######## block 1 ########
block_1/clocks.png
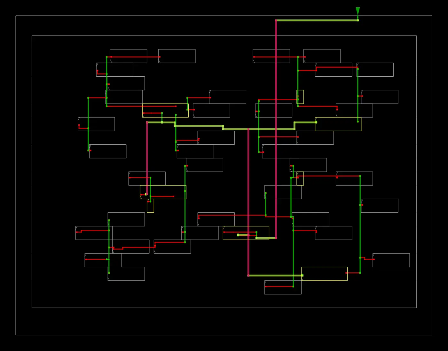

--- src/rtl/serial_adder_fsm.sv ---
// Bit-serial add/subtract unit: one full-adder cell and a carry flop, LSB-first, WIDTH cycles per operation.
// Optional signed-overflow output is enabled by defining SERIAL_ADDER_OVF_EN.
module serial_adder_fsm #(
  parameter int WIDTH = 8
) (
  input  logic             clk,
  input  logic             rst,
  input  logic             start,
  input  logic             sub,
  input  logic [WIDTH-1:0] a,
  input  logic [WIDTH-1:0] b,
  input  logic             carry_in,
  output logic             busy,
  output logic             done,
  output logic [WIDTH-1:0] sum,
  output logic             carry_out
`ifdef SERIAL_ADDER_OVF_EN
  ,
  output logic             overflow
`endif
);

  localparam int CW = $clog2(WIDTH);
  localparam logic [CW-1:0] LAST_BIT = CW'(WIDTH - 1);

  typedef enum logic [1:0] {
    IDLE = 2'd0,
    RUN  = 2'd1,
    DONE = 2'd2
  } state_t;

  state_t           state;
  state_t           state_next;
  logic [WIDTH-1:0] op_a;
  logic [WIDTH-1:0] op_b;
  logic [WIDTH-1:0] result;
  logic [CW-1:0]    cnt;
  logic             carry;
  logic             bit_sum;
  logic             carry_next;
  logic             last_bit;

  // The single full-adder cell shared by every bit position.
  assign bit_sum    = op_a[0] ^ op_b[0] ^ carry;
  assign carry_next = (op_a[0] & op_b[0]) | (op_a[0] & carry) | (op_b[0] & carry);
  assign last_bit   = (cnt == LAST_BIT);

  // NOTE: sequential state is written with <= so every flop samples pre-edge values.
  always_ff @(posedge clk) begin
    if (rst) state <= IDLE;
    else     state <= state_next;
  end

  always_comb begin
    state_next = state;
    unique case (state)
      IDLE:    if (start) state_next = RUN;
      RUN:     if (last_bit) state_next = DONE;
      DONE:    state_next = IDLE;
      default: state_next = IDLE;
    endcase
  end

  always_comb begin
    busy = (state == RUN);
    done = (state == DONE);
  end

  // NOTE: the shift registers are reset too, so an aborted operation leaves no residue.
  always_ff @(posedge clk) begin
    if (rst) begin
      op_a      <= '0;
      op_b      <= '0;
      result    <= '0;
      cnt       <= '0;
      carry     <= 1'b0;
      sum       <= '0;
      carry_out <= 1'b0;
`ifdef SERIAL_ADDER_OVF_EN
      overflow  <= 1'b0;
`endif
    end else begin
      unique case (state)
        IDLE: begin
          if (start) begin
            // Subtraction is a + ~b + ~borrow_in, so carry_out=1 means no borrow.
            op_a  <= a;
            op_b  <= sub ? ~b : b;
            carry <= sub ? ~carry_in : carry_in;
            cnt   <= '0;
          end
        end
        RUN: begin
          op_a   <= {1'b0, op_a[WIDTH-1:1]};
          op_b   <= {1'b0, op_b[WIDTH-1:1]};
          result <= {bit_sum, result[WIDTH-1:1]};
          carry  <= carry_next;
          cnt    <= cnt + 1'b1;
          if (last_bit) begin
            sum       <= {bit_sum, result[WIDTH-1:1]};
            carry_out <= carry_next;
`ifdef SERIAL_ADDER_OVF_EN
            // carry currently holds the carry into the MSB cell.
            overflow  <= carry ^ carry_next;
`endif
          end
        end
        default: ;
      endcase
    end
  end

endmodule
--- config.mk ---
export PLATFORM = sky130hd
export DESIGN_NAME = serial_adder_fsm
export DESIGN_NICKNAME = d
export VERILOG_FILES = /design/src/rtl/serial_adder_fsm.sv
export SDC_FILE = /design/constraint.sdc
export NUM_CORES = 1
export LEC_CHECK = 0
export CELL_PAD_IN_SITES_DETAIL_PLACEMENT = 1
export CELL_PAD_IN_SITES_GLOBAL_PLACEMENT = 1
export CORE_ASPECT_RATIO = 0.75
export CORE_MARGIN = 3
export CORE_UTILIZATION = 38
export CTS_BUF_LIST = sky130_fd_sc_hd__clkbuf_16
export CTS_CLUSTER_SIZE = 14
export DETAILED_ROUTE_END_ITERATION = 7
export HOLD_SLACK_MARGIN = 0.05
export PLACE_DENSITY = 0.8
export SKIP_LAST_GASP = 1
export SLEW_MARGIN = 10
export SYNTH_ARGS = -nofsm -noshare
export SYNTH_HDL_FRONTEND = slang
export SYNTH_SLANG_ARGS = --single-unit
--- constraint.sdc ---
create_clock -name clk -period 1.6 [get_ports clk]
set_clock_uncertainty 0.1 [all_clocks]
set_input_delay 0.32 -clock clk [delete_from_list [all_inputs] [get_ports clk]]
set_output_delay 0.32 -clock clk [all_outputs]
set_load 0.02 [all_outputs]
######## block 2 ########
$ cat config.mk
export PLATFORM = sky130hd
export DESIGN_NAME = frame_buffer_writer
export DESIGN_NICKNAME = d
export VERILOG_FILES = /design/src/rtl/fb_pkg.sv /design/src/rtl/fb_pixel_counter.sv /design/src/rtl/frame_buffer_writer.sv
export SDC_FILE = /design/constraint.sdc
export NUM_CORES = 1
export LEC_CHECK = 0
export CAP_MARGIN = 5
export CORE_ASPECT_RATIO = 1.1
export CORE_UTILIZATION = 53
export DETAILED_ROUTE_END_ITERATION = 10
export PLACE_DENSITY = 0.81
export SETUP_SLACK_MARGIN = 0.5
export SYNTH_ARGS = -nofsm -noshare
export SYNTH_HDL_FRONTEND = slang
export SYNTH_SLANG_ARGS = --single-unit
$ cat constraint.sdc
create_clock -name clk -period 3.1 [get_ports clk]
set_clock_uncertainty 0.1 [all_clocks]
set_input_delay 0.465 -clock clk [delete_from_list [all_inputs] [get_ports clk]]
set_output_delay 0.465 -clock clk [all_outputs]
set_load 0.05 [all_outputs]
$ cat src/rtl/fb_pkg.sv
// Shared frame-buffer definitions: colour count, writer FSM states and the
// pixel-to-RAM address map that both the write and scan-out sides must agree on.
package fb_pkg;

  localparam int NB_COLORS = 3;

  typedef enum logic [0:0] {
    ST_WRITE     = 1'b0,
    ST_WAIT_SWAP = 1'b1
  } wr_state_t;

  // Linear bank address of one colour sample; color runs fastest, then angle, then row.
  function automatic logic [31:0] fb_addr(input logic [31:0] color,
                                          input logic [31:0] angle,
                                          input logic [31:0] row,
                                          input logic [31:0] nb_angles);
    return color + 32'(NB_COLORS) * angle + 32'(NB_COLORS) * nb_angles * row;
  endfunction

endpackage

$ cat src/rtl/fb_pixel_counter.sv
// Colour/angle/row position of the incoming raster beat, with carry chain,
// synchronous clear and a load-zero override that re-aligns the beat to the frame origin.
module fb_pixel_counter
  import fb_pkg::*;
#(
  parameter int NB_ANGLES   = 128,
  parameter int NB_ROWS     = 32,
  parameter int ROW_WIDTH   = 5,
  parameter int ANGLE_WIDTH = $clog2(NB_ANGLES)
) (
  input  logic                   clk,
  input  logic                   rst,
  input  logic                   advance,
  input  logic                   clear,
  input  logic                   load_zero,
  output logic [1:0]             color,
  output logic [ANGLE_WIDTH-1:0] angle,
  output logic [ROW_WIDTH-1:0]   row,
  output logic                   last,
  output logic                   origin
);

  logic [1:0]             cnt_color, nxt_color;
  logic [ANGLE_WIDTH-1:0] cnt_angle, nxt_angle;
  logic [ROW_WIDTH-1:0]   cnt_row,   nxt_row;

  assign origin = (cnt_color == '0) && (cnt_angle == '0) && (cnt_row == '0);

  // color/angle/row describe the current beat; load_zero makes it the frame origin.
  always_comb begin
    color = load_zero ? '0 : cnt_color;
    angle = load_zero ? '0 : cnt_angle;
    row   = load_zero ? '0 : cnt_row;
    last  = (color == 2'(NB_COLORS - 1)) &&
            (angle == ANGLE_WIDTH'(NB_ANGLES - 1)) &&
            (row == ROW_WIDTH'(NB_ROWS - 1));
    nxt_color = color + 2'd1;
    nxt_angle = angle;
    nxt_row   = row;
    if (color == 2'(NB_COLORS - 1)) begin
      nxt_color = '0;
      if (angle == ANGLE_WIDTH'(NB_ANGLES - 1)) begin
        nxt_angle = '0;
        nxt_row   = (row == ROW_WIDTH'(NB_ROWS - 1)) ? '0 : row + ROW_WIDTH'(1);
      end else begin
        nxt_angle = angle + ANGLE_WIDTH'(1);
      end
    end
  end

  always_ff @(posedge clk or posedge rst) begin
    if (rst) begin
      cnt_color <= '0;
      cnt_angle <= '0;
      cnt_row   <= '0;
    end else if (clear) begin
      cnt_color <= '0;
      cnt_angle <= '0;
      cnt_row   <= '0;
    end else if (advance) begin
      cnt_color <= nxt_color;
      cnt_angle <= nxt_angle;
      cnt_row   <= nxt_row;
    end
  end

endmodule

$ cat src/rtl/frame_buffer_writer.sv
// Write side of the double-buffered LED frame buffer: raster bytes -> RAM strobes
// into the bank not being scanned. Optional SOF re-alignment via FB_WRITER_SOF_RESYNC_EN.
module frame_buffer_writer
  import fb_pkg::*;
#(
  parameter int ADDR_WIDTH = 14,
  parameter int ROW_WIDTH  = 5,
  parameter int NB_ROWS    = 32,
  parameter int NB_ANGLES  = 128,
  parameter int DATA_WIDTH = 8
) (
  input  logic                  clk,
  input  logic                  rst,
  input  logic [DATA_WIDTH-1:0] s_data,
  input  logic                  s_valid,
  output logic                  s_ready,
  input  logic                  s_sof,
  output logic                  w_en,
  output logic [ADDR_WIDTH-1:0] w_addr,
  output logic [DATA_WIDTH-1:0] w_data,
  output logic                  w_bank,
  output logic                  swap_req,
  input  logic                  swap_ack,
  output logic                  frame_done
);

  localparam int ANGLE_WIDTH = $clog2(NB_ANGLES);

  if (NB_COLORS * NB_ANGLES * NB_ROWS > 2 ** ADDR_WIDTH) begin : g_addr_range_chk
    $error("frame_buffer_writer: frame does not fit in ADDR_WIDTH bits");
  end
  if (NB_ROWS > 2 ** ROW_WIDTH) begin : g_row_range_chk
    $error("frame_buffer_writer: NB_ROWS does not fit in ROW_WIDTH bits");
  end

  wr_state_t              state, next_state;
  logic                   accept, frame_end, bank_toggle, load_zero;
  logic [1:0]             beat_color;
  logic [ANGLE_WIDTH-1:0] beat_angle;
  logic [ROW_WIDTH-1:0]   beat_row;
  logic                   beat_last, cnt_origin;

  // s_ready is low during reset and in WAIT_SWAP, so accept implies WRITE.
  assign accept    = s_valid & s_ready;
  assign frame_end = accept & beat_last;

  fb_pixel_counter #(
    .NB_ANGLES  (NB_ANGLES),
    .NB_ROWS    (NB_ROWS),
    .ROW_WIDTH  (ROW_WIDTH),
    .ANGLE_WIDTH(ANGLE_WIDTH)
  ) u_counter (
    .clk      (clk),
    .rst      (rst),
    .advance  (accept),
    .clear    (frame_end),
    .load_zero(load_zero),
    .color    (beat_color),
    .angle    (beat_angle),
    .row      (beat_row),
    .last     (beat_last),
    .origin   (cnt_origin)
  );

`ifdef FB_WRITER_SOF_RESYNC_EN
  logic [7:0] sof_err_cnt;

  assign load_zero = accept & s_sof;

  // Counts SOF markers that arrive somewhere other than the expected frame start.
  always_ff @(posedge clk or posedge rst) begin
    if (rst) begin
      sof_err_cnt <= '0;
    end else if (load_zero && !cnt_origin && (sof_err_cnt != 8'hFF)) begin
      sof_err_cnt <= sof_err_cnt + 8'd1;
    end
  end
`else
  logic unused_cfg;

  assign load_zero  = 1'b0;
  assign unused_cfg = s_sof | cnt_origin;
`endif

  always_comb begin
    next_state  = state;
    bank_toggle = 1'b0;
    case (state)
      ST_WRITE: begin
        if (frame_end) next_state = ST_WAIT_SWAP;
      end
      ST_WAIT_SWAP: begin
        if (swap_ack) begin
          next_state  = ST_WRITE;
          bank_toggle = 1'b1;
        end
      end
    endcase
  end

  // Control stage: state, handshake and bank registers
  always_ff @(posedge clk or posedge rst) begin
    if (rst) begin
      state      <= ST_WRITE;
      s_ready    <= 1'b0;
      swap_req   <= 1'b0;
      frame_done <= 1'b0;
      w_bank     <= 1'b0;
    end else begin
      state      <= next_state;
      s_ready    <= (next_state == ST_WRITE);
      swap_req   <= (next_state == ST_WAIT_SWAP);
      frame_done <= bank_toggle;
      w_bank     <= w_bank ^ bank_toggle;
    end
  end

  // Write stage: one cycle after the accepted beat
  always_ff @(posedge clk or posedge rst) begin
    if (rst) begin
      w_en   <= 1'b0;
      w_addr <= '0;
      w_data <= '0;
    end else begin
      w_en <= accept;
      if (accept) begin
        w_addr <= ADDR_WIDTH'(fb_addr(32'(beat_color), 32'(beat_angle),
                                      32'(beat_row), 32'(NB_ANGLES)));
        w_data <= s_data;
      end
    end
  end

endmodule

block_1/layer_met3.png
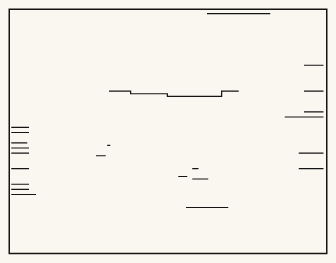
nets with wire on the layer: 19
share of all routed wire: 3.5%
wire length on this layer: 151 um

About block_1/clocks.png:
Clock Buffer Count: 5
clock sinks: 38
clock buffers created by TritonCTS: 5

==> out/highlights.md, block 1 <==
### Run status
- **result of the run** completed

### Layout
- **Buffers excl. clock** 46
- **Final Util** 0.528
- **Sequential Area** 761 um^2
- **largest registers** op_a (8), op_b (8), sum (8)
- **share of the final layout cell area in multi-input gates** 0.362
- **Area growth syn-to-layout** 30.2%
- **Multi-input gate area** 798 um^2
- **most instantiated logic cell after routing** dfxtp_1

### Drt
- **drc violations** 0
- **met2 routed wirelength** 2100 um
- **number of nets with antenna violations after detailed routing** 0
- **met3 wire length** 151 um

### Logic synthesis
- **share of flip-flops with an asynchronous set or reset after synthesis** 0
- **top_reg_cell synth** dfxtp_1
- **average size of a mapped cell** 8.56 um^2

### Power and ir drop
- **heaviest power group** sequential cells
- **Max rail drop VDD** 502 uV
- **Net Switching** 0.529 mW
- **register share of total power** 0.461

### STA
- **slew at the pin closest to its max-slew limit** 0.290 ns
- **f_max** 0.668 GHz

### Setup path
- **gate family responsible for the most delay along the worst path** simple AND/OR/NAND/NOR gates
- **critical register-to-register path endpoint** op_b[3]$_SDFFE_PP0P_
- **Setup Crit Path Kind** flop to flop
- **crit path max fanout** 10
- **Worst Path Required** 1.70 ns

### Die
- **# Taps** 55

### Global routing
- **Overflow after GRT** 0
- **global routing usage summed across all routing layers** 0.170
- **GR Util met2** 0.281
- **global route hottest layer** met2
- **maximum number of pins on one net before global-route repair** 27

### CTS
- **Max Buffers Root-to-Sink** 2
- **TritonCTS clock tree** built
- **maximum level of the CTS H-tree** 2

## block 1: cell families (layout without fill, tap and decap cells)
logic type / count (synthesis) / in the layout / synth area share
muxes: 1 / 1 / 0.00590
buffers and inverters: 28 / 65 / 0.0841
xor gates and xnor gates: 9 / 9 / 0.0465
AOI/OAI and AO/OA: 60 / 60 / 0.239
DFF: 38 / 38 / 0.449
and+or+nand+nor: 59 / 59 / 0.149
adders and majority gates: 3 / 3 / 0.0266
## block 1: worst min-delay path, cell delays in order (launching register included)
cell and delay, ns:
dfxtp_1 0.30, nand2_1 0.05, a21oi_1 0.05
## block 1: how the worst max path moves through the flow
stage,to,slack (ns),cells after the start
floorplan,done,0.17,3
global placement,op_b[1]$_SDFFE_PP0P_,-0.08,4
detailed placement,op_b[3]$_SDFFE_PP0P_,-0.12,4
CTS,done,-0.05,2
global route,op_b[5]$_SDFFE_PP0P_,0.01,4
finish,op_b[3]$_SDFFE_PP0P_,0.10,4
## block 1: cell usage after synthesis (all sizes together), types with 2 or more instances
cell and count:
dfxtp 38, a21oi 29, nand2 25, nor2 18
inv 11, buf 10, a22oi 9, nand3 9
clkbuf 7, o221a 7, o22ai 7, xnor2 7
nand2b 3, ha 2, o2bb2ai 2, xor2 2
block_2/layer_met2.png
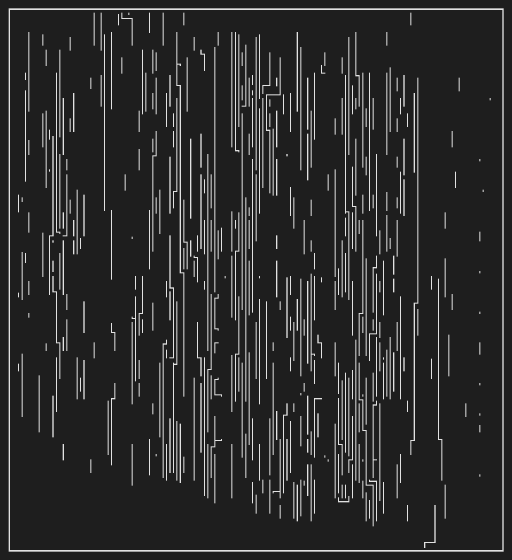
share of all routed wire: 50%
longest straight run: 32.6 um

block_2/layer_met3.png
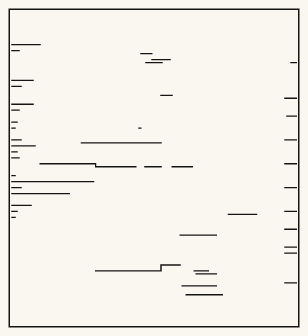
longest straight run: 18.6 um
wire length on this layer: 222 um

==> out/highlights.md, block 2 <==
### Place
- **quantity of I/O buffers inserted on ports** 38

### Layout
- **cell class ranked first by area** multi-input combinational cells
- **Clock Buffer Count** 8
- **ratio of cells with drive above 1 in the final layout** 0.134

### Global routing
- **global route hottest layer** met2
- **maximum number of pins on one net before global-route repair** 37
- **number of global-route vias before repair** 1955
- **global routing usage summed across all routing layers** 0.230

### CTS
- **Post-CTS Hold Fix Bufs** 0
- **Root Buffer Master** clkbuf_8
- **Setup Buffers After CTS** 8
- **clock sinks** 41
- **clock buffers created by TritonCTS** 5
- **clock slew seen by the registers of the worst setup and hold paths** 0.07 ns
- **TritonCTS clock tree** built

### Power and ir drop
- **power drawn by the combinational cells** 0.648 mW
- **internal cell power** 1.05 mW
- **Max rail drop VDD** 308 uV
- **register share of total power** 0.400
- **clock share of power** 0.205
- **standby leakage power** 1.43 nW

### Setup path
- **crit path max fanout** 4
- **worst-path cell with the longest stage delay** fa_1
- **peak per-stage delay on the critical path** 0.48 ns
- **crit path to** w_addr[11]$_DFFE_PP0P_
- **setup slack of the most critical reg-to-reg path** 0.49 ns

### Logic synthesis
- **EDFF count, synth** 0
- **Chip Area, Yosys** 2370 um^2
- **flip-flop and latch count after synthesis** 41
- **Area contributors post-synth** dfrtp_1 43%, ha_1 12%, nand2_1 9.0%
- **Synth cell types** 47
- **sequential cell area fraction in the yosys report** 0.432

### Drt
- **drc violations** 0
- **routed metal-1 wirelength** 2050 um
- **drt initial violations** 47
- **number of nets with antenna violations after detailed routing** 0
- **routed length per instance** 13.6 um

### Run status
- **result of the run** completed

### STA
- **f_max** 0.383 GHz
- **min setup slack post-route** 0.489 ns

### Die
- **number of placement rows** 25
- **Die Area** 4750 um^2
- **die boundary width** 65.8 um
- **die height** 72.2 um

-- block 2: logic make-up after synthesis --
| logic type | count (synthesis) |
|---|---|
| XOR/XNOR | 13 |
| AND/OR/NAND/NOR | 92 |
| multiplexers | 6 |
| adder cells (fa/ha/maj) | 25 |
| flip-flops | 41 |
| AND-OR/OR-AND | 50 |
| buffers and inverters | 13 |
-- block 2: cells in the final DEF (no fill, tap or decap), types with 5 or more instances in the layout --
| master | netlist | final |
|---|---|---|
| a21oi_1 | 12 | 12 |
| buf_4 | 0 | 12 |
| clkdlybuf4s50_1 | 0 | 38 |
| inv_1 | 5 | 5 |
| o21ai_0 | 12 | 11 |
| nand3_1 | 6 | 5 |
| clkbuf_8 | 0 | 5 |
| dfrtp_1 | 41 | 38 |
| xor2_1 | 9 | 9 |
| ha_1 | 22 | 20 |
| nand2_1 | 57 | 57 |
| nor2_1 | 9 | 9 |
-- block 2: metrics by stage --
step	total power [mW]	cells	utilization	area [um^2]	hold WS, ns
after floorplan	1.08	240	-	2390	0.377
after global placement	1.22	329	0.660	2830	0.358
after detailed placement	1.24	329	0.660	2830	0.361
after CTS	1.63	345	0.696	2980	0.380
after global routing	1.75	346	0.702	3010	0.392
final	1.64	346	0.702	3010	0.374


==> screenshots <==
Wiring heat map.
shot_01.png
Bar = 20 um. 17 x 13 tiles, from dark purple (low) to yellow (high), scaled to the fullest tile. Values are wire area over tile area, all layers added.
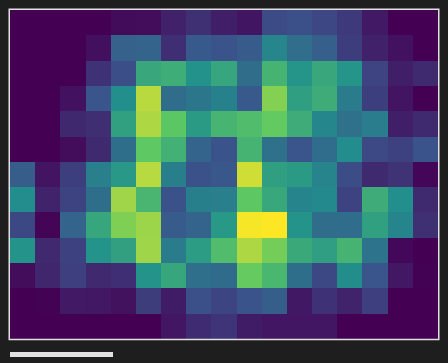
shot_02.png
Bar = 20 um. 13 x 14 tiles, from dark purple (low) to yellow (high), scaled to the fullest tile. Values are wire area over tile area, all layers added.
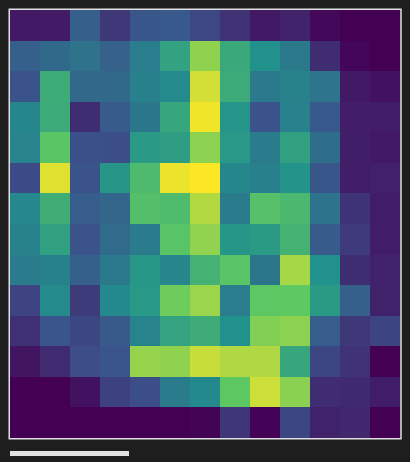
shot_01.png: block 1
shot_02.png: block 2

Key to shot_02.png:
densest ninth of the die: middle
nearly empty tiles: 8.8%
fullest tile: 0.41
tiles over half the peak: 33%
mean over tiles: 0.16

Power and IR drop assume default switching activity.
